=== design 1 ===
Design 1, wiring heat map:
Scale bar: 20 um. The die is cut into 24 by 25 equal tiles; black is low, pale yellow is high, scaled to the fullest tile. Values are wire area over tile area, all layers added.
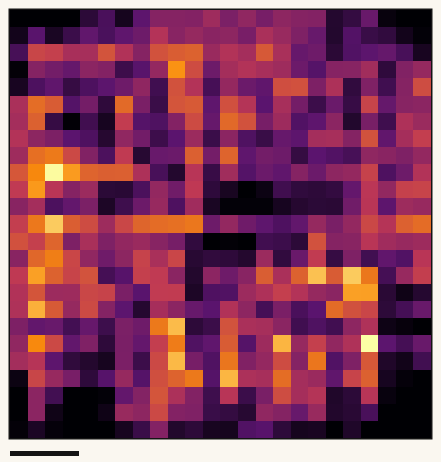

==> src/rtl/ifetch_unit_if.sv <==
// Instruction memory bus between the fetch unit and instruction memory.
// Ports: imemReq/imemAddr (request), imemReady (accept), imemRValid/imemRData/imemErr (response).
interface ifetch_unit_if;
  logic        imemReq;
  logic [31:0] imemAddr;
  logic        imemReady;
  logic        imemRValid;
  logic [31:0] imemRData;
  logic        imemErr;

  modport master (
    output imemReq,
    output imemAddr,
    input  imemReady,
    input  imemRValid,
    input  imemRData,
    input  imemErr
  );

  modport slave (
    input  imemReq,
    input  imemAddr,
    output imemReady,
    output imemRValid,
    output imemRData,
    output imemErr
  );
endinterface

==> src/rtl/ifetch_unit.sv <==
// Instruction fetch unit: owns PC, fetches one word per instruction, holds it for decode.
// Ports: clk, rst, nPC/nPCValid (next PC), imem (memory bus), instValid/instReady/inst/PC (decode), fault, fetchCount.
module ifetch_unit #(
  parameter logic [31:0] RESET_PC = 32'h0000_0000
) (
  input  logic                 clk,
  input  logic                 rst,
  input  logic [31:0]          nPC,
  input  logic                 nPCValid,
  ifetch_unit_if.master        imem,
  output logic                 instValid,
  input  logic                 instReady,
  output logic [31:0]          inst,
  output logic [31:0]          PC,
  output logic                 fault,
  output logic [31:0]          fetchCount
);

  typedef enum logic [2:0] {
    FETCH,
    WAIT,
    HOLD,
    NEXT,
    FAULT
  } state_t;

  state_t state;
  state_t state_next;

  logic aligned;
  logic pc_load;
  logic inst_load;
  logic cnt_inc;

  assign aligned = (PC[1:0] == 2'b00);

  always_comb begin
    state_next = state;
    pc_load    = 1'b0;
    inst_load  = 1'b0;
    cnt_inc    = 1'b0;
    case (state)
      FETCH: begin
        if (!aligned) begin
          state_next = FAULT;
        end else if (imem.imemReady) begin
          state_next = WAIT;
        end
      end
      WAIT: begin
        if (imem.imemRValid) begin
          if (imem.imemErr) begin
            state_next = FAULT;
          end else begin
            inst_load  = 1'b1;
            state_next = HOLD;
          end
        end
      end
      HOLD: begin
        if (instReady) begin
          cnt_inc = 1'b1;
          if (nPCValid) begin
            pc_load    = 1'b1;
            state_next = FETCH;
          end else begin
            state_next = NEXT;
          end
        end
      end
      NEXT: begin
        if (nPCValid) begin
          pc_load    = 1'b1;
          state_next = FETCH;
        end
      end
      FAULT: state_next = FAULT;
      default: state_next = FAULT;
    endcase
  end

  always_ff @(posedge clk) begin
    if (rst) begin
      state      <= FETCH;
      PC         <= RESET_PC;
      inst       <= 32'h0;
      fetchCount <= 32'h0;
    end else begin
      state <= state_next;
      if (pc_load) begin
        PC <= nPC;
      end
      if (inst_load) begin
        inst <= imem.imemRData;
      end
      if (cnt_inc) begin
        fetchCount <= fetchCount + 32'd1;
      end
    end
  end

  // While rst is held for several cycles the state already reads FETCH;
  // the request is masked so memory never sees a fetch issued under reset.
  assign imem.imemReq  = ~rst & (state == FETCH) & aligned;
  assign imem.imemAddr = PC;
  assign instValid     = (state == HOLD);
  assign fault         = (state == FAULT);

endmodule

==> src/flat_wrapper.sv <==
// flat-port wrapper written by rule: the top's interface ports become plain ports
module ifetch_unit_flat 
#(
  parameter logic [31:0] RESET_PC = 32'h0000_0000
)
  (clk, rst, nPC, nPCValid, instValid, instReady, inst, PC, fault, fetchCount, imem_imemReq, imem_imemAddr, imem_imemReady, imem_imemRValid, imem_imemRData, imem_imemErr);
  ifetch_unit_if imem_i ();
  input  logic clk;
  input  logic rst;
  input  logic [31:0] nPC;
  input  logic nPCValid;
  output logic instValid;
  input  logic instReady;
  output logic [31:0] inst;
  output logic [31:0] PC;
  output logic fault;
  output logic [31:0] fetchCount;
  output wire logic [$bits(imem_i.imemReq)-1:0] imem_imemReq;
  output wire logic [$bits(imem_i.imemAddr)-1:0] imem_imemAddr;
  input wire logic [$bits(imem_i.imemReady)-1:0] imem_imemReady;
  input wire logic [$bits(imem_i.imemRValid)-1:0] imem_imemRValid;
  input wire logic [$bits(imem_i.imemRData)-1:0] imem_imemRData;
  input wire logic [$bits(imem_i.imemErr)-1:0] imem_imemErr;
  assign imem_imemReq = imem_i.imemReq;
  assign imem_imemAddr = imem_i.imemAddr;
  assign imem_i.imemReady = imem_imemReady;
  assign imem_i.imemRValid = imem_imemRValid;
  assign imem_i.imemRData = imem_imemRData;
  assign imem_i.imemErr = imem_imemErr;
  ifetch_unit #(.RESET_PC(RESET_PC)) u_core (.clk(clk), .rst(rst), .nPC(nPC), .nPCValid(nPCValid), .imem(imem_i), .instValid(instValid), .instReady(instReady), .inst(inst), .PC(PC), .fault(fault), .fetchCount(fetchCount));
endmodule
==> config.mk <==
export PLATFORM = sky130hd
export DESIGN_NAME = ifetch_unit_flat
export DESIGN_NICKNAME = d
export VERILOG_FILES = /design/src/rtl/ifetch_unit_if.sv /design/src/rtl/ifetch_unit.sv /design/src/flat_wrapper.sv
export SDC_FILE = /design/constraint.sdc
export NUM_CORES = 1
export LEC_CHECK = 0
export CAP_MARGIN = 25
export CELL_PAD_IN_SITES_DETAIL_PLACEMENT = 1
export CELL_PAD_IN_SITES_GLOBAL_PLACEMENT = 1
export CORE_AREA = 2 2 120 122
export DETAILED_ROUTE_END_ITERATION = 8
export DIE_AREA = 0 0 122 124
export PLACE_DENSITY_LB_ADDON = 0.1
export SLEW_MARGIN = 25
export SYNTH_ARGS = -nofsm -noshare
export SYNTH_HDL_FRONTEND = slang
export SYNTH_SLANG_ARGS = --single-unit
export TNS_END_PERCENT = 50
==> constraint.sdc <==
create_clock -name clk -period 4.4 [get_ports clk]
set_clock_uncertainty 0.05 [all_clocks]
set_input_delay 0.88 -clock clk [delete_from_list [all_inputs] [get_ports clk]]
set_output_delay 0.88 -clock clk [all_outputs]
set_load 0.01 [all_outputs]
=== design 2 ===
[src/rtl/vga_scanout_if.sv]
// Scanout port bundle: framebuffer read side plus VGA video outputs.
// The master drives the address and video; the slave returns read data.
interface vga_scanout_if;
  logic [18:0] fb_addr;
  logic [7:0]  fb_din;
  logic        hs;
  logic        vs;
  logic        de;
  logic [3:0]  r;
  logic [3:0]  g;
  logic [3:0]  b;
  logic        vblank;
  logic        frame_start;

  modport master (
    output fb_addr,
    output hs,
    output vs,
    output de,
    output r,
    output g,
    output b,
    output vblank,
    output frame_start,
    input  fb_din
  );

  modport slave (
    input  fb_addr,
    input  hs,
    input  vs,
    input  de,
    input  r,
    input  g,
    input  b,
    input  vblank,
    input  frame_start,
    output fb_din
  );
endinterface

[src/rtl/vga_scanout.sv]
// VGA scanout: pixel-tick timing, framebuffer fetch one tick ahead,
// RGB332 -> 4:4:4 expansion with matching sync/enable pipeline.
module vga_scanout #(
  parameter int H_ACTIVE = 640,
  parameter int H_FP     = 16,
  parameter int H_SYNC   = 96,
  parameter int H_BP     = 48,
  parameter int V_ACTIVE = 480,
  parameter int V_FP     = 10,
  parameter int V_SYNC   = 2,
  parameter int V_BP     = 33,
  parameter int CLK_DIV  = 4,
  parameter bit SYNC_POL = 1'b0
) (
  input logic clk,
  input logic rst,
  vga_scanout_if.master vga
);
  localparam int H_TOTAL = H_ACTIVE + H_FP + H_SYNC + H_BP;
  localparam int V_TOTAL = V_ACTIVE + V_FP + V_SYNC + V_BP;
  localparam int DW = $clog2(CLK_DIV);
  localparam int HW = $clog2(H_TOTAL);
  localparam int VW = $clog2(V_TOTAL);

  logic [DW-1:0] div;
  logic          tick;
  logic [HW-1:0] hcnt;
  logic [VW-1:0] vcnt;

  logic        act;
  logic        hs_on;
  logic        vs_on;
  logic        first;
  logic [18:0] addr;

  logic        act1;
  logic        hs1;
  logic        vs1;
  logic        first1;
  logic [18:0] fb_addr;

  logic       de;
  logic       hs;
  logic       vs;
  logic       frame_start;
  logic [3:0] r;
  logic [3:0] g;
  logic [3:0] b;

  assign tick = int'(div) == CLK_DIV - 1;

  always_ff @(posedge clk or posedge rst) begin
    if (rst) begin
      div <= '0;
    end else if (tick) begin
      div <= '0;
    end else begin
      div <= div + 1'b1;
    end
  end

  always_ff @(posedge clk or posedge rst) begin
    if (rst) begin
      hcnt <= '0;
      vcnt <= '0;
    end else if (tick) begin
      if (int'(hcnt) == H_TOTAL - 1) begin
        hcnt <= '0;
        if (int'(vcnt) == V_TOTAL - 1) begin
          vcnt <= '0;
        end else begin
          vcnt <= vcnt + 1'b1;
        end
      end else begin
        hcnt <= hcnt + 1'b1;
      end
    end
  end

  // Decode of the pixel the counters currently point at.
  always_comb begin
    act   = int'(hcnt) < H_ACTIVE && int'(vcnt) < V_ACTIVE;
    hs_on = int'(hcnt) >= H_ACTIVE + H_FP &&
            int'(hcnt) <  H_ACTIVE + H_FP + H_SYNC;
    vs_on = int'(vcnt) >= V_ACTIVE + V_FP &&
            int'(vcnt) <  V_ACTIVE + V_FP + V_SYNC;
    first = hcnt == '0 && vcnt == '0;
    addr  = '0;
    if (act) begin
      addr = 19'(vcnt) * 19'(H_ACTIVE) + 19'(hcnt);
    end
  end

  always_ff @(posedge clk or posedge rst) begin
    if (rst) begin
      act1    <= 1'b0;
      hs1     <= 1'b0;
      vs1     <= 1'b0;
      first1  <= 1'b0;
      fb_addr <= '0;
    end else if (tick) begin
      act1    <= act;
      hs1     <= hs_on;
      vs1     <= vs_on;
      first1  <= first;
      fb_addr <= addr;
    end
  end

  // RAM data has settled for CLK_DIV-1 clks by the next tick edge.
  always_ff @(posedge clk or posedge rst) begin
    if (rst) begin
      de <= 1'b0;
      hs <= ~SYNC_POL;
      vs <= ~SYNC_POL;
      r  <= '0;
      g  <= '0;
      b  <= '0;
    end else if (tick) begin
      de <= act1;
      hs <= hs1 ? SYNC_POL : ~SYNC_POL;
      vs <= vs1 ? SYNC_POL : ~SYNC_POL;
      if (act1) begin
        r <= {vga.fb_din[7:5], vga.fb_din[7]};
        g <= {vga.fb_din[4:2], vga.fb_din[4]};
        b <= {vga.fb_din[1:0], vga.fb_din[1:0]};
      end else begin
        r <= '0;
        g <= '0;
        b <= '0;
      end
    end
  end

  always_ff @(posedge clk or posedge rst) begin
    if (rst) begin
      frame_start <= 1'b0;
    end else begin
      frame_start <= tick && act1 && first1;
    end
  end

  assign vga.fb_addr     = fb_addr;
  assign vga.hs          = hs;
  assign vga.vs          = vs;
  assign vga.de          = de;
  assign vga.r           = r;
  assign vga.g           = g;
  assign vga.b           = b;
  assign vga.frame_start = frame_start;
  assign vga.vblank      = int'(vcnt) >= V_ACTIVE;
endmodule

[src/flat_wrapper.sv]
// flat-port wrapper written by rule: the top's interface ports become plain ports
module vga_scanout_flat 
#(
  parameter int H_ACTIVE = 640,
  parameter int H_FP     = 16,
  parameter int H_SYNC   = 96,
  parameter int H_BP     = 48,
  parameter int V_ACTIVE = 480,
  parameter int V_FP     = 10,
  parameter int V_SYNC   = 2,
  parameter int V_BP     = 33,
  parameter int CLK_DIV  = 4,
  parameter bit SYNC_POL = 1'b0
)
  (clk, rst, vga_fb_addr, vga_hs, vga_vs, vga_de, vga_r, vga_g, vga_b, vga_vblank, vga_frame_start, vga_fb_din);
  vga_scanout_if vga_i ();
  input logic clk;
  input logic rst;
  output wire logic [$bits(vga_i.fb_addr)-1:0] vga_fb_addr;
  output wire logic [$bits(vga_i.hs)-1:0] vga_hs;
  output wire logic [$bits(vga_i.vs)-1:0] vga_vs;
  output wire logic [$bits(vga_i.de)-1:0] vga_de;
  output wire logic [$bits(vga_i.r)-1:0] vga_r;
  output wire logic [$bits(vga_i.g)-1:0] vga_g;
  output wire logic [$bits(vga_i.b)-1:0] vga_b;
  output wire logic [$bits(vga_i.vblank)-1:0] vga_vblank;
  output wire logic [$bits(vga_i.frame_start)-1:0] vga_frame_start;
  input wire logic [$bits(vga_i.fb_din)-1:0] vga_fb_din;
  assign vga_fb_addr = vga_i.fb_addr;
  assign vga_hs = vga_i.hs;
  assign vga_vs = vga_i.vs;
  assign vga_de = vga_i.de;
  assign vga_r = vga_i.r;
  assign vga_g = vga_i.g;
  assign vga_b = vga_i.b;
  assign vga_vblank = vga_i.vblank;
  assign vga_frame_start = vga_i.frame_start;
  assign vga_i.fb_din = vga_fb_din;
  vga_scanout #(.H_ACTIVE(H_ACTIVE), .H_FP(H_FP), .H_SYNC(H_SYNC), .H_BP(H_BP), .V_ACTIVE(V_ACTIVE), .V_FP(V_FP), .V_SYNC(V_SYNC), .V_BP(V_BP), .CLK_DIV(CLK_DIV), .SYNC_POL(SYNC_POL)) u_core (.clk(clk), .rst(rst), .vga(vga_i));
endmodule
[config.mk]
export PLATFORM = sky130hd
export DESIGN_NAME = vga_scanout_flat
export DESIGN_NICKNAME = d
export VERILOG_FILES = /design/src/rtl/vga_scanout_if.sv /design/src/rtl/vga_scanout.sv /design/src/flat_wrapper.sv
export SDC_FILE = /design/constraint.sdc
export NUM_CORES = 1
export LEC_CHECK = 0
export CAP_MARGIN = 20
export CORE_MARGIN = 8
export CORE_UTILIZATION = 55
export CTS_BUF_LIST = sky130_fd_sc_hd__clkbuf_16
export DETAILED_ROUTE_END_ITERATION = 10
export GPL_TIMING_DRIVEN = 0
export PLACE_DENSITY = 0.88
export SLEW_MARGIN = 20
export SYNTH_ARGS = -nofsm -noshare
export SYNTH_HDL_FRONTEND = slang
export SYNTH_SLANG_ARGS = --single-unit
[constraint.sdc]
create_clock -name clk -period 5.6 [get_ports clk]
set_input_delay 1.12 -clock clk [delete_from_list [all_inputs] [get_ports clk]]
set_output_delay 1.12 -clock clk [all_outputs]
set_load 0.005 [all_outputs]
=== design 3 ===
[src/rtl/alu_pkg.sv]
// Shared ALU control codes, opcode constants and issue-stage metadata.
package alu_pkg;

   typedef enum logic [3:0] {
      ALU_AND = 4'd0,
      ALU_OR  = 4'd1,
      ALU_ADD = 4'd2,
      ALU_SUB = 4'd6,
      ALU_SLT = 4'd7,
      ALU_NOR = 4'd12
   } alu_ctl_e;

   localparam logic [6:0] OP_R      = 7'b0110011;
   localparam logic [6:0] OP_IMM    = 7'b0010011;
   localparam logic [6:0] OP_LOAD   = 7'b0000011;
   localparam logic [6:0] OP_STORE  = 7'b0100011;
   localparam logic [6:0] OP_BRANCH = 7'b1100011;

   typedef struct packed {
      logic [4:0] rd;
      logic       is_branch;
      logic       br_sense;   // 1: taken on zero (BEQ), 0: taken on non-zero (BNE)
      logic       illegal;
   } issue_meta_t;

endpackage

[src/rtl/alu_ctl_decode.sv]
// Opcode/funct decode into ALU control code, operand-B select and branch/illegal flags.
// Latency: combinational.
// Backpressure: none, pure function of its inputs.
module alu_ctl_decode
   import alu_pkg::*;
(
   input  logic [6:0] opcode,
   input  logic [2:0] funct3,
   input  logic       funct7_5,
   output logic [3:0] ctl,
   output logic       b_imm,
   output logic       is_branch,
   output logic       br_sense,
   output logic       rd_zero,
   output logic       illegal
);

   always_comb begin
      ctl       = ALU_ADD;
      b_imm     = 1'b0;
      is_branch = 1'b0;
      br_sense  = 1'b0;
      rd_zero   = 1'b0;
      illegal   = 1'b0;
      case (opcode)
         OP_R: begin
            case (funct3)
               3'b000:  ctl = funct7_5 ? ALU_SUB : ALU_ADD;
               3'b111:  ctl = ALU_AND;
               3'b110:  ctl = ALU_OR;
               3'b010:  ctl = ALU_SLT;
               default: illegal = 1'b1;
            endcase
         end
         OP_IMM: begin
            b_imm = 1'b1;
            case (funct3)
               3'b000:  ctl = ALU_ADD;
               3'b111:  ctl = ALU_AND;
               3'b110:  ctl = ALU_OR;
               3'b010:  ctl = ALU_SLT;
               default: illegal = 1'b1;
            endcase
         end
         OP_LOAD: b_imm = 1'b1;
         OP_STORE: begin
            b_imm   = 1'b1;
            rd_zero = 1'b1;
         end
         OP_BRANCH: begin
            ctl     = ALU_SUB;
            rd_zero = 1'b1;
            case (funct3)
               3'b000: begin
                  is_branch = 1'b1;
                  br_sense  = 1'b1;
               end
               3'b001:  is_branch = 1'b1;
               default: illegal = 1'b1;
            endcase
         end
         default: illegal = 1'b1;
      endcase

      // Illegal records travel as a harmless ADD of zeros with no side effects.
      if (illegal) begin
         ctl       = ALU_ADD;
         b_imm     = 1'b0;
         is_branch = 1'b0;
         br_sense  = 1'b0;
         rd_zero   = 1'b1;
      end
   end

endmodule

[src/rtl/alu_issue_unit.sv]
// Issue stage driving the external ALU port and capturing its result into a write-back record.
// Latency: ALU ports valid one edge after acceptance, out_valid one edge later.
// Backpressure: out_ready low stalls W, then I; in_ready drops only when both stages are held.
module alu_issue_unit
   import alu_pkg::*;
#(
   parameter int XLEN = 32
) (
   input  logic            clk,
   input  logic            reset_n,
   input  logic            in_valid,
   output logic            in_ready,
   input  logic [6:0]      in_opcode,
   input  logic [2:0]      in_funct3,
   input  logic            in_funct7_5,
   input  logic [XLEN-1:0] in_rs1_val,
   input  logic [XLEN-1:0] in_rs2_val,
   input  logic [XLEN-1:0] in_imm,
   input  logic [4:0]      in_rd,
   output logic [3:0]      alu_ctl,
   output logic [XLEN-1:0] alu_a,
   output logic [XLEN-1:0] alu_b,
   input  logic [XLEN-1:0] alu_out,
   input  logic            alu_zero,
   output logic            out_valid,
   input  logic            out_ready,
   output logic [4:0]      out_rd,
   output logic [XLEN-1:0] out_result,
   output logic            out_br_taken,
   output logic            out_illegal
);

   logic        i_v;
   logic        w_v;
   issue_meta_t i_meta;
   issue_meta_t d_meta;

   logic [3:0]  d_ctl;
   logic        d_b_imm;
   logic        d_is_branch;
   logic        d_br_sense;
   logic        d_rd_zero;
   logic        d_illegal;

   logic        accept;
   logic        advance;

   alu_ctl_decode u_decode (
      .opcode    (in_opcode),
      .funct3    (in_funct3),
      .funct7_5  (in_funct7_5),
      .ctl       (d_ctl),
      .b_imm     (d_b_imm),
      .is_branch (d_is_branch),
      .br_sense  (d_br_sense),
      .rd_zero   (d_rd_zero),
      .illegal   (d_illegal)
   );

   assign in_ready  = !i_v || !w_v || out_ready;
   assign accept    = in_valid && in_ready;
   assign advance   = i_v && (!w_v || out_ready);
   assign out_valid = w_v;

   always_comb begin
      d_meta           = '0;
      d_meta.rd        = d_rd_zero ? 5'd0 : in_rd;
      d_meta.is_branch = d_is_branch;
      d_meta.br_sense  = d_br_sense;
      d_meta.illegal   = d_illegal;
   end

   // W samples alu_out from the operands currently held in I while I is overwritten
   // at the same edge, so back-to-back instructions always capture their own result.
   always_ff @(posedge clk) begin
      if (!reset_n) begin
         i_v          <= 1'b0;
         w_v          <= 1'b0;
         alu_ctl      <= 4'd0;
         alu_a        <= '0;
         alu_b        <= '0;
         i_meta       <= '0;
         out_rd       <= 5'd0;
         out_result   <= '0;
         out_br_taken <= 1'b0;
         out_illegal  <= 1'b0;
      end else begin
         if (accept) begin
            i_v     <= 1'b1;
            alu_ctl <= d_ctl;
            alu_a   <= d_illegal ? '0 : in_rs1_val;
            alu_b   <= d_illegal ? '0 : (d_b_imm ? in_imm : in_rs2_val);
            i_meta  <= d_meta;
         end else if (advance) begin
            i_v <= 1'b0;
         end

         if (advance) begin
            w_v          <= 1'b1;
            out_rd       <= i_meta.rd;
            out_result   <= i_meta.illegal ? '0 : alu_out;
            out_br_taken <= i_meta.is_branch && (alu_zero == i_meta.br_sense);
            out_illegal  <= i_meta.illegal;
         end else if (out_ready) begin
            w_v <= 1'b0;
         end
      end
   end

endmodule
[config.mk]
export PLATFORM = sky130hd
export DESIGN_NAME = alu_issue_unit
export DESIGN_NICKNAME = d
export VERILOG_FILES = /design/src/rtl/alu_pkg.sv /design/src/rtl/alu_ctl_decode.sv /design/src/rtl/alu_issue_unit.sv
export SDC_FILE = /design/constraint.sdc
export NUM_CORES = 1
export LEC_CHECK = 0
export CAP_MARGIN = 15
export CORE_ASPECT_RATIO = 1.1
export CORE_UTILIZATION = 43
export CTS_BUF_LIST = sky130_fd_sc_hd__clkbuf_2
export DETAILED_ROUTE_END_ITERATION = 16
export PLACE_DENSITY = 0.88
export SYNTH_ARGS = -nofsm -noshare
export SYNTH_HDL_FRONTEND = slang
export SYNTH_SLANG_ARGS = --single-unit
[constraint.sdc]
create_clock -name clk -period 2.8 [get_ports clk]
set_input_delay 0.56 -clock clk [delete_from_list [all_inputs] [get_ports clk]]
set_output_delay 0.56 -clock clk [all_outputs]
set_load 0.005 [all_outputs]
=== design 4 ===
$ cat src/rtl/accum_window_if.sv
// accum_window_if
//   Groups the sample handshake and result bus of accum_window.
//   master: the sample source / result consumer (drives start, in_valid, in_data).
//   slave : the accumulator itself.
//   Signals:
//     start     begin (or restart) a window, level sampled each edge
//     in_valid  in_data is valid this cycle
//     in_data   unsigned sample, DW bits
//     in_ready  accumulator takes a sample this cycle
//     busy      accumulator is collecting a window
//     count     samples accepted in the current window, N_LOG2+1 bits
//     sum       accumulated sum, SW bits
//     avg       sum >> N_LOG2, DW bits
//     out_valid one-cycle pulse when sum/avg are final
//     ovf       sticky carry-out flag for the current window
interface accum_window_if #(
  parameter int DW     = 8,
  parameter int SW     = 16,
  parameter int N_LOG2 = 3
);
  logic              start;
  logic              in_valid;
  logic [DW-1:0]     in_data;
  logic              in_ready;
  logic              busy;
  logic [N_LOG2:0]   count;
  logic [SW-1:0]     sum;
  logic [DW-1:0]     avg;
  logic              out_valid;
  logic              ovf;

  modport master (
    output start, in_valid, in_data,
    input  in_ready, busy, count, sum, avg, out_valid, ovf
  );

  modport slave (
    input  start, in_valid, in_data,
    output in_ready, busy, count, sum, avg, out_valid, ovf
  );
endinterface

$ cat src/rtl/accum_window.sv
// accum_window
//   Windowed accumulator/averager. After start, sums exactly 2^N_LOG2 accepted
//   samples, then pulses out_valid for one cycle with the final sum and mean.
//   sum, avg, count and ovf hold until the next start or reset.
// Ports:
//   c      clock, rising edge
//   clr_n  synchronous active-low reset, dominates all other inputs
//   bus    accum_window_if.slave (handshake inputs, result outputs)
// Configuration:
//   ACCUM_WINDOW_SAT_EN  defined: sum clamps to all-ones on carry-out;
//                        undefined: sum wraps modulo 2^SW. ovf is set either way.
module accum_window #(
  parameter int DW     = 8,
  parameter int SW     = 16,
  parameter int N_LOG2 = 3
) (
  input logic           c,
  input logic           clr_n,
  accum_window_if.slave bus
);

  localparam logic [1:0] S_IDLE = 2'd0;
  localparam logic [1:0] S_ACC  = 2'd1;
  localparam logic [1:0] S_DONE = 2'd2;

  // Adder wide enough for both operands plus a carry bit.
  localparam int AW = ((SW > DW) ? SW : DW) + 1;

  // Count value just before the final sample of a window is accepted.
  localparam logic [N_LOG2:0] CNT_LAST = {1'b0, {N_LOG2{1'b1}}};

  logic [1:0]        r_state;
  logic [SW-1:0]     r_sum;
  logic [DW-1:0]     r_avg;
  logic [N_LOG2:0]   r_count;
  logic              r_ovf;

  logic              w_accept;
  logic [AW-1:0]     w_sum_ext;
  logic              w_carry;
  logic [SW-1:0]     w_sum_next;
  logic [DW-1:0]     w_avg_next;

  assign w_accept = bus.in_valid & (r_state == S_ACC);

  // Next sum with carry detection and wrap/clamp policy, plus mean of that sum.
  always_comb begin
    w_sum_ext = AW'(r_sum) + AW'(bus.in_data);
    w_carry   = |w_sum_ext[AW-1:SW];
`ifdef ACCUM_WINDOW_SAT_EN
    // Once clamped, any further non-zero sample carries again, so the clamp holds.
    if (w_carry) begin
      w_sum_next = {SW{1'b1}};
    end else begin
      w_sum_next = w_sum_ext[SW-1:0];
    end
`else
    w_sum_next = w_sum_ext[SW-1:0];
`endif
    // Widening before the shift zero-pads avg when SW - N_LOG2 < DW.
    w_avg_next = DW'(AW'(w_sum_next) >> N_LOG2);
  end

  // Window FSM and result registers.
  always_ff @(posedge c) begin
    if (!clr_n) begin
      r_state <= S_IDLE;
      r_sum   <= {SW{1'b0}};
      r_avg   <= {DW{1'b0}};
      r_count <= {(N_LOG2+1){1'b0}};
      r_ovf   <= 1'b0;
    end else begin
      case (r_state)
        S_IDLE: begin
          if (bus.start) begin
            r_state <= S_ACC;
            r_sum   <= {SW{1'b0}};
            r_count <= {(N_LOG2+1){1'b0}};
            r_ovf   <= 1'b0;
          end
        end
        S_ACC: begin
          if (bus.start) begin
            // Restart: the sample offered in this cycle is dropped.
            r_sum   <= {SW{1'b0}};
            r_count <= {(N_LOG2+1){1'b0}};
            r_ovf   <= 1'b0;
          end else if (w_accept) begin
            r_sum   <= w_sum_next;
            r_count <= r_count + {{N_LOG2{1'b0}}, 1'b1};
            r_ovf   <= r_ovf | w_carry;
            if (r_count == CNT_LAST) begin
              r_avg   <= w_avg_next;
              r_state <= S_DONE;
            end
          end
        end
        S_DONE: begin
          if (bus.start) begin
            r_state <= S_ACC;
            r_sum   <= {SW{1'b0}};
            r_count <= {(N_LOG2+1){1'b0}};
            r_ovf   <= 1'b0;
          end else begin
            r_state <= S_IDLE;
          end
        end
        default: begin
          r_state <= S_IDLE;
        end
      endcase
    end
  end

  assign bus.in_ready  = (r_state == S_ACC);
  assign bus.busy      = (r_state == S_ACC);
  assign bus.out_valid = (r_state == S_DONE);
  assign bus.count     = r_count;
  assign bus.sum       = r_sum;
  assign bus.avg       = r_avg;
  assign bus.ovf       = r_ovf;

endmodule

$ cat src/flat_wrapper.sv
// flat-port wrapper written by rule: the top's interface ports become plain ports
module accum_window_flat 
#(
  parameter int DW     = 8,
  parameter int SW     = 16,
  parameter int N_LOG2 = 3
)
  (c, clr_n, bus_start, bus_in_valid, bus_in_data, bus_in_ready, bus_busy, bus_count, bus_sum, bus_avg, bus_out_valid, bus_ovf);
  accum_window_if #(.DW(DW), .SW(SW), .N_LOG2(N_LOG2)) bus_i ();
  input logic c;
  input logic clr_n;
  input wire logic [$bits(bus_i.start)-1:0] bus_start;
  input wire logic [$bits(bus_i.in_valid)-1:0] bus_in_valid;
  input wire logic [$bits(bus_i.in_data)-1:0] bus_in_data;
  output wire logic [$bits(bus_i.in_ready)-1:0] bus_in_ready;
  output wire logic [$bits(bus_i.busy)-1:0] bus_busy;
  output wire logic [$bits(bus_i.count)-1:0] bus_count;
  output wire logic [$bits(bus_i.sum)-1:0] bus_sum;
  output wire logic [$bits(bus_i.avg)-1:0] bus_avg;
  output wire logic [$bits(bus_i.out_valid)-1:0] bus_out_valid;
  output wire logic [$bits(bus_i.ovf)-1:0] bus_ovf;
  assign bus_i.start = bus_start;
  assign bus_i.in_valid = bus_in_valid;
  assign bus_i.in_data = bus_in_data;
  assign bus_in_ready = bus_i.in_ready;
  assign bus_busy = bus_i.busy;
  assign bus_count = bus_i.count;
  assign bus_sum = bus_i.sum;
  assign bus_avg = bus_i.avg;
  assign bus_out_valid = bus_i.out_valid;
  assign bus_ovf = bus_i.ovf;
  accum_window #(.DW(DW), .SW(SW), .N_LOG2(N_LOG2)) u_core (.c(c), .clr_n(clr_n), .bus(bus_i));
endmodule
$ cat config.mk
export PLATFORM = sky130hd
export DESIGN_NAME = accum_window_flat
export DESIGN_NICKNAME = d
export VERILOG_FILES = /design/src/rtl/accum_window_if.sv /design/src/rtl/accum_window.sv /design/src/flat_wrapper.sv
export SDC_FILE = /design/constraint.sdc
export NUM_CORES = 1
export LEC_CHECK = 0
export CORE_MARGIN = 2
export CORE_UTILIZATION = 26
export CTS_CLUSTER_DIAMETER = 50
export DETAILED_ROUTE_END_ITERATION = 12
export PLACE_DENSITY = 0.55
export SYNTH_ARGS = -nofsm -noshare
export SYNTH_HDL_FRONTEND = slang
export SYNTH_SLANG_ARGS = --single-unit
$ cat constraint.sdc
create_clock -name c -period 4.1 [get_ports c]
set_input_delay 0.615 -clock c [delete_from_list [all_inputs] [get_ports c]]
set_output_delay 0.615 -clock c [all_outputs]
set_load 0.01 [all_outputs]
Design 1, register map, names as in the netlist:
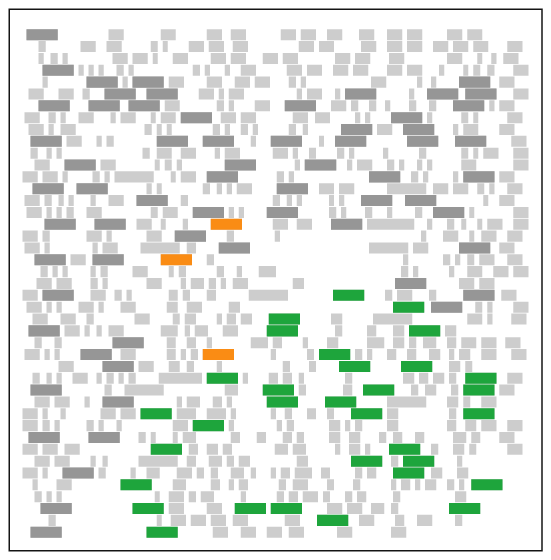
`u_core.fetchCount`: drawn in green, flops 32. `u_core.state`: drawn in orange, flops 3.
Another 64 sequential cells are not colored.

Design 1, placement by cell class:
Fill, decap, tap and diode cells in gray.
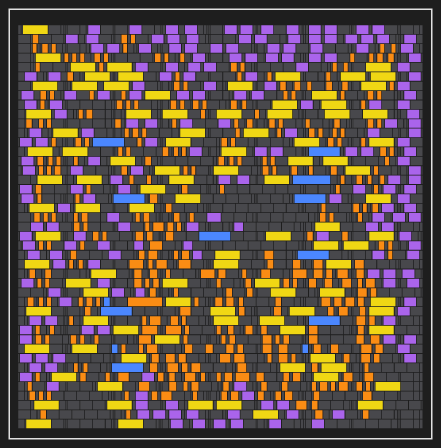
clock drivers and dummy loads: drawn in blue, cells 13. remaining buffers and delay cells: drawn in purple, cells 206. combinational and other logic: drawn in orange, cells 366. sequential cells: drawn in yellow, cells 99.

About 'wiring heat map' of design 1:
7.0% of the tiles are nearly empty. 21% of the tiles are over half the peak. The densest ninth of the die: west.

==> results.yml, design 1 <==
# synthesis and place-and-route metrics
run_status:
  status: "finished clean"
cells_and_area:
  logic_area_um2: 1850
  nonClkBufAreaFrac: 0.320
  nClkBuffers: 9
  final_util: 0.467
  sh_seq_area: 0.309
  lay_top_cells: "clkdlybuf4s50_1, nand2_1, dfxtp_1, a21oi_1, nor2_1"
  fillers: 1630
  drive_above_1_share: 0.0395
setup_path:
  crit_arrival_ns: 3.29
  crit_path_top_delay_cell: "nand4_1"
  critPathLaunch: "instReady"
  worstPathCellList: "clkdlybuf4s50_1 > and4bb_2 > nand4_1 > nor4_1 > mux2_2"
  critPathKind: "input pin to register"
timing:
  fin_tns_setup_ns: 0
  hold_violations: 0
  holdWs_ns: 0.404
  period_needed_ns: 3.12
  finalClockPeriodUsage: 0.708
  tightestPinTransition_ns: 0.789
clock_network:
  cts_buffers: 9
  path_clk_slew_ns: 0.06
  cts_hold_buf: 0
  cts_resized: 0
  root_buffer: "clkbuf_16"
  cts_buffer_depth: 2
logic_synthesis:
  area_leaders: "dfxtp_1, nand2_1, a21oi_1, buf_4, clkbuf_1"
  yosysCellCount: 529
  synth.net_count: 601
  synth_chip_area_um2: 4230
  yosys_warnings: 0
  syn_area_um2: 4230
  top_cell: "nand2_1"
  synth_seq_share: 0.469
  common_cells: "nand2_1, dfxtp_1, a21oi_1"
  ys_ff: 99
  edf_count: 0
routing:
  post-route-drc-count: 0
  routedWlPerCell_um: 15.7
  ant_nets: 0
  num_vias: 4198
  viasPerCell: 4.86
  wl_mm: 13.5
floorplan:
  io_pins: 202
  fp_util: 0.308
  num_rows: 43
  core_area_um2: 13700
  taps: 180
pwr:
  ir_drop_v: 0.000132
  swShare: 0.251
  p_sw_mw: 0.512
  p_clk_frac: 0.368
  power.group.top: "sequential cells"
  power_mw: 2.04
  pwr-share-seq: 0.477
global_routing:
  grt_overflow: 0
  grt_pass1_wl_mm: 21.3
placed_design:
  dp_slack_ns: 0.920
  placed_area_um2: 6130
## design 1: path summary, 6_finish.rpt
kind	cells after the start	slack, ns	endpoint
hold reg to reg	2	0.40	u_core.inst[16]
hold / removal	2	0.40	u_core.inst[16]
setup reg to reg	4	1.72	u_core.fetchCount[31]
setup / recovery	5	1.28	u_core.fetchCount[31]
## design 1: per-layer routing
metal	GRT usage	vias up	share of wire
li1	-	2073	-
met1	0.203	1990	0.40
met2	0.303	122	0.50
met3	0.0650	13	0.083
met4	0.0639	0	0.012
met5	0	-	0
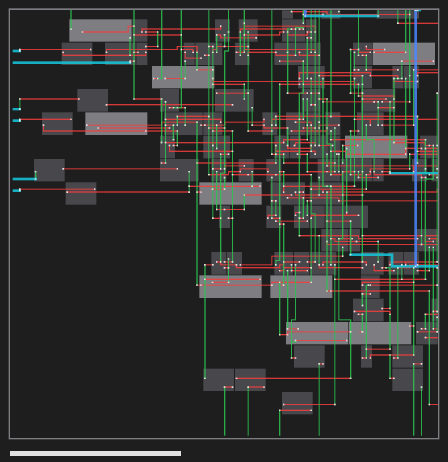
Design 4: zoomed window
Scale bar: 20 um. Window x 0 to 50, y 0 to 50 um. Cells in gray, sequential cells in the stronger gray; small squares are vias.
metal 4: drawn in blue. metal 2: drawn in green. metal 1: drawn in red. metal 3: drawn in cyan.
Netlist names of flops here include `u_core.bus.sum` (6), `u_core.bus.avg` (4). Most frequent: clkdlybuf4s50_1 (12), dfxtp_1 (10). 86 logic cells have their middle in the window. Sequential cells in the window: 10.

==> results.yml, design 4 <==
# synthesis and place-and-route metrics
cells_and_area:
  nonClkBufAreaFrac: 0.186
  clock_area_frac: 0.0500
  num-multi-input-gates: 162
  layout_top_cell: "clkdlybuf4s50_1"
  nClkBuffers: 6
  diodes: 0
  dominant_cells: "combinational gates"
  largest_reg_flops: 16
timing:
  fin_tns_setup_ns: 0
  hold_violations: 0
  rsz0062_at_grt: "false"
logic_synthesis:
  yosys_warnings: 0
  common_cells: "dfxtp_1, nand2_1, a21oi_1"
  xor_share: 0.0452
  synth.distinct_cells: 49
  top_cell: "dfxtp_1"
  synth_chip_area_um2: 1740
  logic_family: "simple AND/OR/NAND/NOR gates"
  ys_ff: 31
  synthCells: 208
  yosysCellCount: 208
  synth.avg_cell_area_um2: 8.38
worst_hold_path:
  hold_depth: 2
  worstHoldEndpoint: "u_core.bus.avg[2]"
  hold_class: "register to register"
routing:
  wl_mm: 4.54
  highest_layer: "met4"
  wl_met3_um: 260
  m1WireLength_mm: 2.23
  post-route-drc-count: 3
run:
  warnings: 26
pwr:
  power_mw: 0.691
  power_density_nw_per_um2: 294
  ir_drop_v: 0.000107
global_routing:
  grtUsageMet3: 0.0423
  grt_util_met1: 0.181
  grt_pass1_wl_mm: 7.71
  grt_busiest_layer: "met2"
  grt_antenna_before_repair: 0
clock_network:
  root_buffer: "clkbuf_8"
  cts_tree: "yes"
  cts.sinks: 31
  cts_hold_buf: 0
setup_path:
  r2r_start: "u_core.bus.sum[0]"
  r2r_slack_ns: 1.97
  crit_path_end: "u_core.bus.avg[7]"
  crit_path_top_delay_cell: "clkdlybuf4s50_1"
run_status:
  violations: "design-rule violations"
  status: "finished, violations left"
floorplan:
  core_area_um2: 6420
  taps: 77
  chip_area_um2: 7370
placed_design:
  gp_congestion: 0.763
## design 4: through the flow
stage                     utilization  hold slack (ns)  instance area, um2  setup WS (ns)  cells
after floorplan                     -            0.481                1740           1.94    208
after global placement          0.348            0.456                2230           1.32    320
after detailed placement        0.348            0.452                2230           1.27    320
after CTS                       0.366            0.470                2350           1.56    328
after global routing            0.366            0.498                2350           1.45    328
final                           0.366            0.468                2350           1.58    328
## design 4: power breakdown
group	leakage (nW)	total (mW)	switching [mW]	internal [mW]
registers	0.250	0.307	0.00319	0.304
clock network	0.0612	0.317	0.120	0.197
logic	0.535	0.0678	0.0381	0.0297
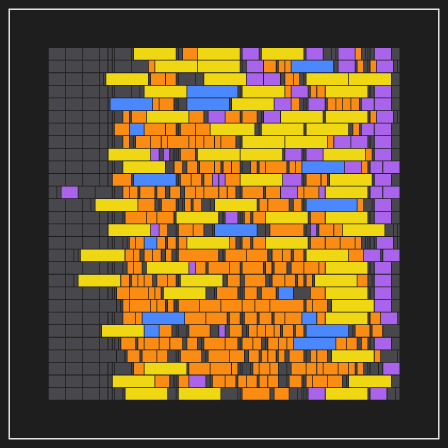
Design 2: placement by cell class
Fill, decap, tap and diode cells in gray.
sequential cells: drawn in yellow, cells 57. clock drivers and dummy loads: drawn in blue, cells 16. remaining buffers and delay cells: drawn in purple, cells 60. combinational and other logic: drawn in orange, cells 249.

Design 2, placed standard cells:
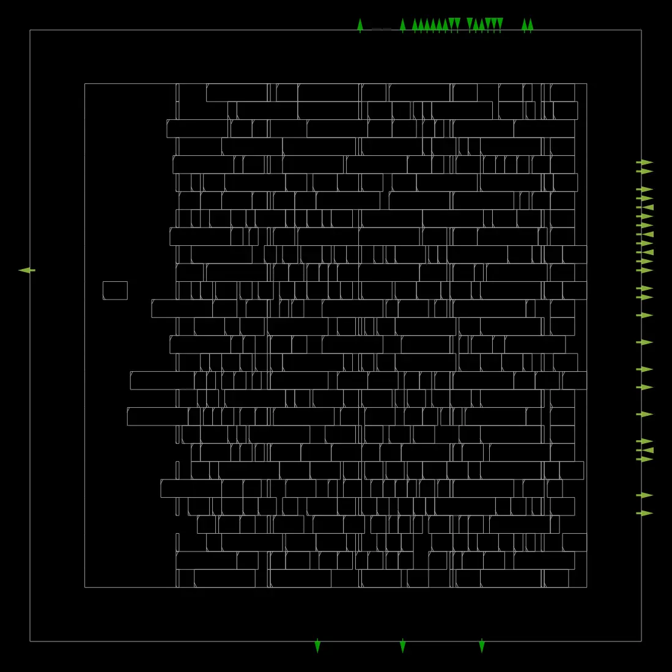
final core utilization: 0.707
non-filler cells, final: 457

==> results.yml, design 2 <==
# synthesis and place-and-route metrics
worst_hold_path:
  hold_class: "register to register"
pwr:
  ir_drop_v: 0.000196
  power_density_nw_per_um2: 255
  pwr-share-seq: 0.400
  p_comb_mw: 0.0289
  p_leak_nw: 1.90
setup_path:
  crit_path_start_kind: "register"
  critPathLaunch: "u_core.vcnt[1]"
  r2r_cells: 9
  r2r_start: "u_core.vcnt[1]"
  crit_arrival_ns: 3.32
  crit_path_end: "u_core.vga.fb_addr[17]"
timing:
  fmax_mhz: 318
  tightestPinTransition_ns: 0.688
  holdWs_ns: 0.417
  relSlewSlack: 0.541
  worst_slack_ns: 2.46
clock_network:
  htree_levels: 3
  path_clk_slew_ns: 0.05
  cts.sinks: 57
  cts_tree: "yes"
  cts_buffer_depth: 2
  root_buffer: "clkbuf_16"
logic_synthesis:
  synth.distinct_cells: 54
  synth_seq_share: 0.445
  synth.net_count: 357
  yosysCellCount: 321
  yosysTopAreaCell: "dfrtp_1"
  top_cell: "dfrtp_1"
  yosys_warnings: 0
  area_leaders: "dfrtp_1, ha_1, o21ai_0, xnor2_1, a22o_1"
cells_and_area:
  synthToLayoutAreaGrowth_pct: 27.2
  ff_count: 57
  comb_share: 0.394
  sh_seq_area: 0.350
  largest_reg_flops: 19
  largestRegisters: "u_core.vga.fb_addr (19), u_core.hcnt (10), u_core.vcnt (10)"
  num-nonclk-buffers: 60
  top_register: "u_core.vga.fb_addr"
routing:
  first_iter_violations: 198
  wl_met3_um: 474
  ant_nets: 0
  dr_wl_met2_mm: 4.11
  viasPerCell: 5.86
  post-route-drc-count: 0
placed_design:
  gp_congestion: 0.886
  dp_slack_ns: 2.56
global_routing:
  grt_busiest_layer: "met2"
  gr-usage-all-layers: 0.200
  grt_pass1_wl_mm: 13.6
  grt_max_degree: 58
run_status:
  status: "finished clean"
floorplan:
  num_rows: 28
  taps: 75
-- design 2: worst max-delay path: stages (launching register included) --
cell and delay, ns:
dfrtp_1 0.48, ha_1 0.34, ha_1 0.25, fa_1 0.43, a211oi_1 0.36, nor2_1 0.16
nor4_1 0.48, nand4_1 0.17, xnor2_1 0.21, o22ai_1 0.11
-- design 2: cell families after synthesis --
logic type                 share of synthesized area
xor gates and xnor gates                      0.0572
AOI/OAI and AO/OA                              0.169
adders and majority gates                      0.106
DFF                                            0.445
buffers and inverters                         0.0545
and+or+nand+nor                                0.165
muxes                                        0.00350
Design 3, register map, names as in the netlist:
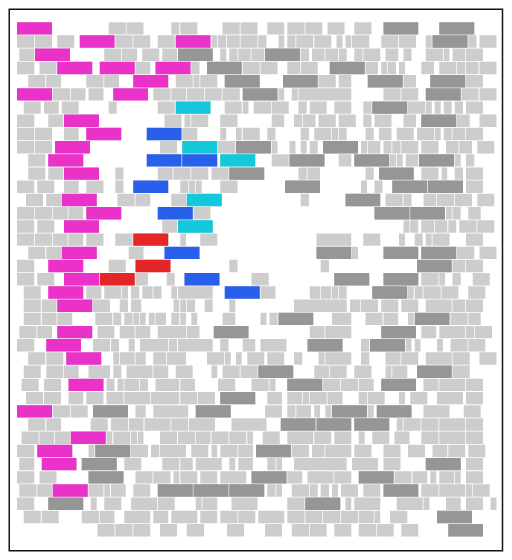
`alu_a`: drawn in magenta, flops 32, where a vertical strip on the left. `alu_ctl`: drawn in red, flops 3. `out_rd`: drawn in cyan, flops 5, where north. `i_meta`: drawn in blue, flops 8.
Another 68 sequential cells are not colored.

==> results.yml, design 3 <==
# synthesis and place-and-route metrics
run_status:
  status: "finished clean"
setup_path:
  crit_path_start_kind: "input pin"
  r2r_cells: 5
  cp_slowest_stage_delay_ns: 0.51
cells_and_area:
  clock_area_frac: 0.0314
  final_util: 0.723
  fillers: 783
floorplan:
  taps: 143
  num_rows: 39
clock_network:
  cts.sinks: 116
  worstSkewPairLatency_ns: 0.63
  htree_levels: 4
logic_synthesis:
  synth_async_sr_flop_share: 0
placed_design:
  dp_slack_ns: 0.181
  gp_congestion: 0.929
global_routing:
  grt_max_degree: 72
timing:
  finalClockSkew_ns: 0.0212
  finalSetupViolations: 0
design 3: cells in the mapped netlist, drive strengths merged (2+ instances only):
library cell and n:
a21oi 74, o21ai 5, nor3 2, buf 21
and2 2, inv 7, nor2 47, nand4 2
nor3b 32, nor2b 2, dfxtp 116, clkbuf 18
a22o 39, mux2i 6, nand2 37, o221ai 31
design 3: worst register-to-register path, stage by stage (launching register included):
cell,delay (ns)
dfxtp_1,0.38
nand3b_2,0.15
and3_2,0.26
o21ai_2,0.10
nor2_4,0.57
a22o_1,0.26


==> screenshots <==
Wiring heat map.
picture 1
Scale bar: 20 um. The die is cut into 18 by 18 equal tiles; black is low, pale yellow is high, scaled to the fullest tile. Values are wire area over tile area, all layers added.
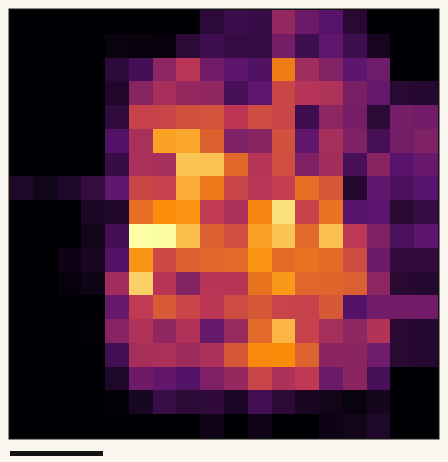
picture 2
Scale bar: 20 um. The die is cut into 17 by 17 equal tiles; black is low, pale yellow is high, scaled to the fullest tile. Values are wire area over tile area, all layers added.
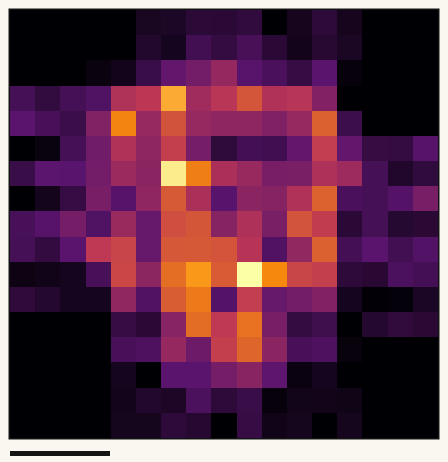
picture 3
Scale bar: 20 um. The die is cut into 20 by 22 equal tiles; black is low, pale yellow is high, scaled to the fullest tile. Values are wire area over tile area, all layers added.
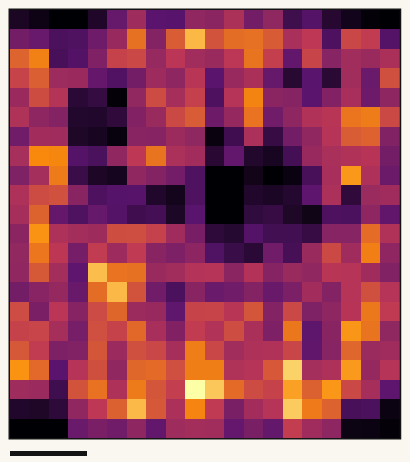
- smallest die: picture 2
- largest die: picture 3
Picture 2 comes from design 4.
Picture 1 comes from design 2.
Picture 3 comes from design 3.

Key to picture 3:
The mean over all tiles is 0.21. The fullest tile reaches 0.52. 27% of the tiles are over half the peak. 3.6% of the tiles are nearly empty.


## Gallery

Zoomed window.
shot_01.png
Scale bar: 20 um. Window x 6 to 56, y 6 to 56 um. Cells in gray, sequential cells in the stronger gray; small squares are vias.
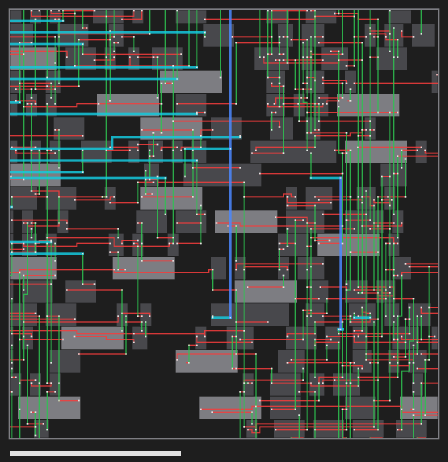
shot_02.png
Scale bar: 20 um. Window x 0 to 50, y 3 to 53 um. Cells in gray, sequential cells in the stronger gray; small squares are vias.
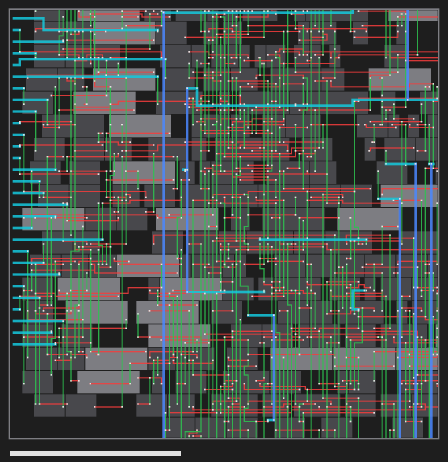
shot_03.png
Scale bar: 20 um. Window x 0 to 50, y 0 to 50 um. Cells in gray, sequential cells in the stronger gray; small squares are vias.
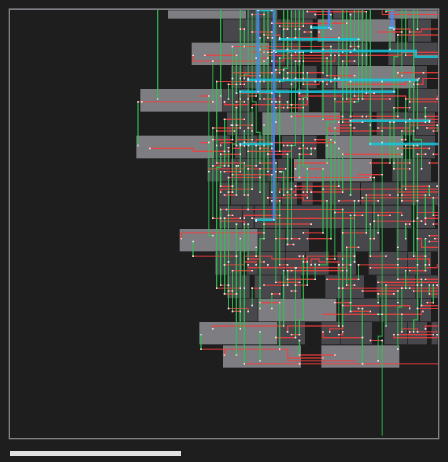
For design 1, see shot_01.png.
For design 3, see shot_02.png.
For design 2, see shot_03.png.

Key to shot_01.png:
metal 3: drawn in cyan. metal 2: drawn in green. metal 1: drawn in red. metal 4: drawn in blue.
Netlist names of flops here include `u_core.inst` (10), `u_core.fetchCount` (7). 141 logic cells have their middle in the window. Sequential cells in the window: 18. Most frequent: clkdlybuf4s50_1 (28), nand2_1 (26), dfxtp_1 (18).

Power figures rest on the tool's default switching activity, not on a simulated workload.
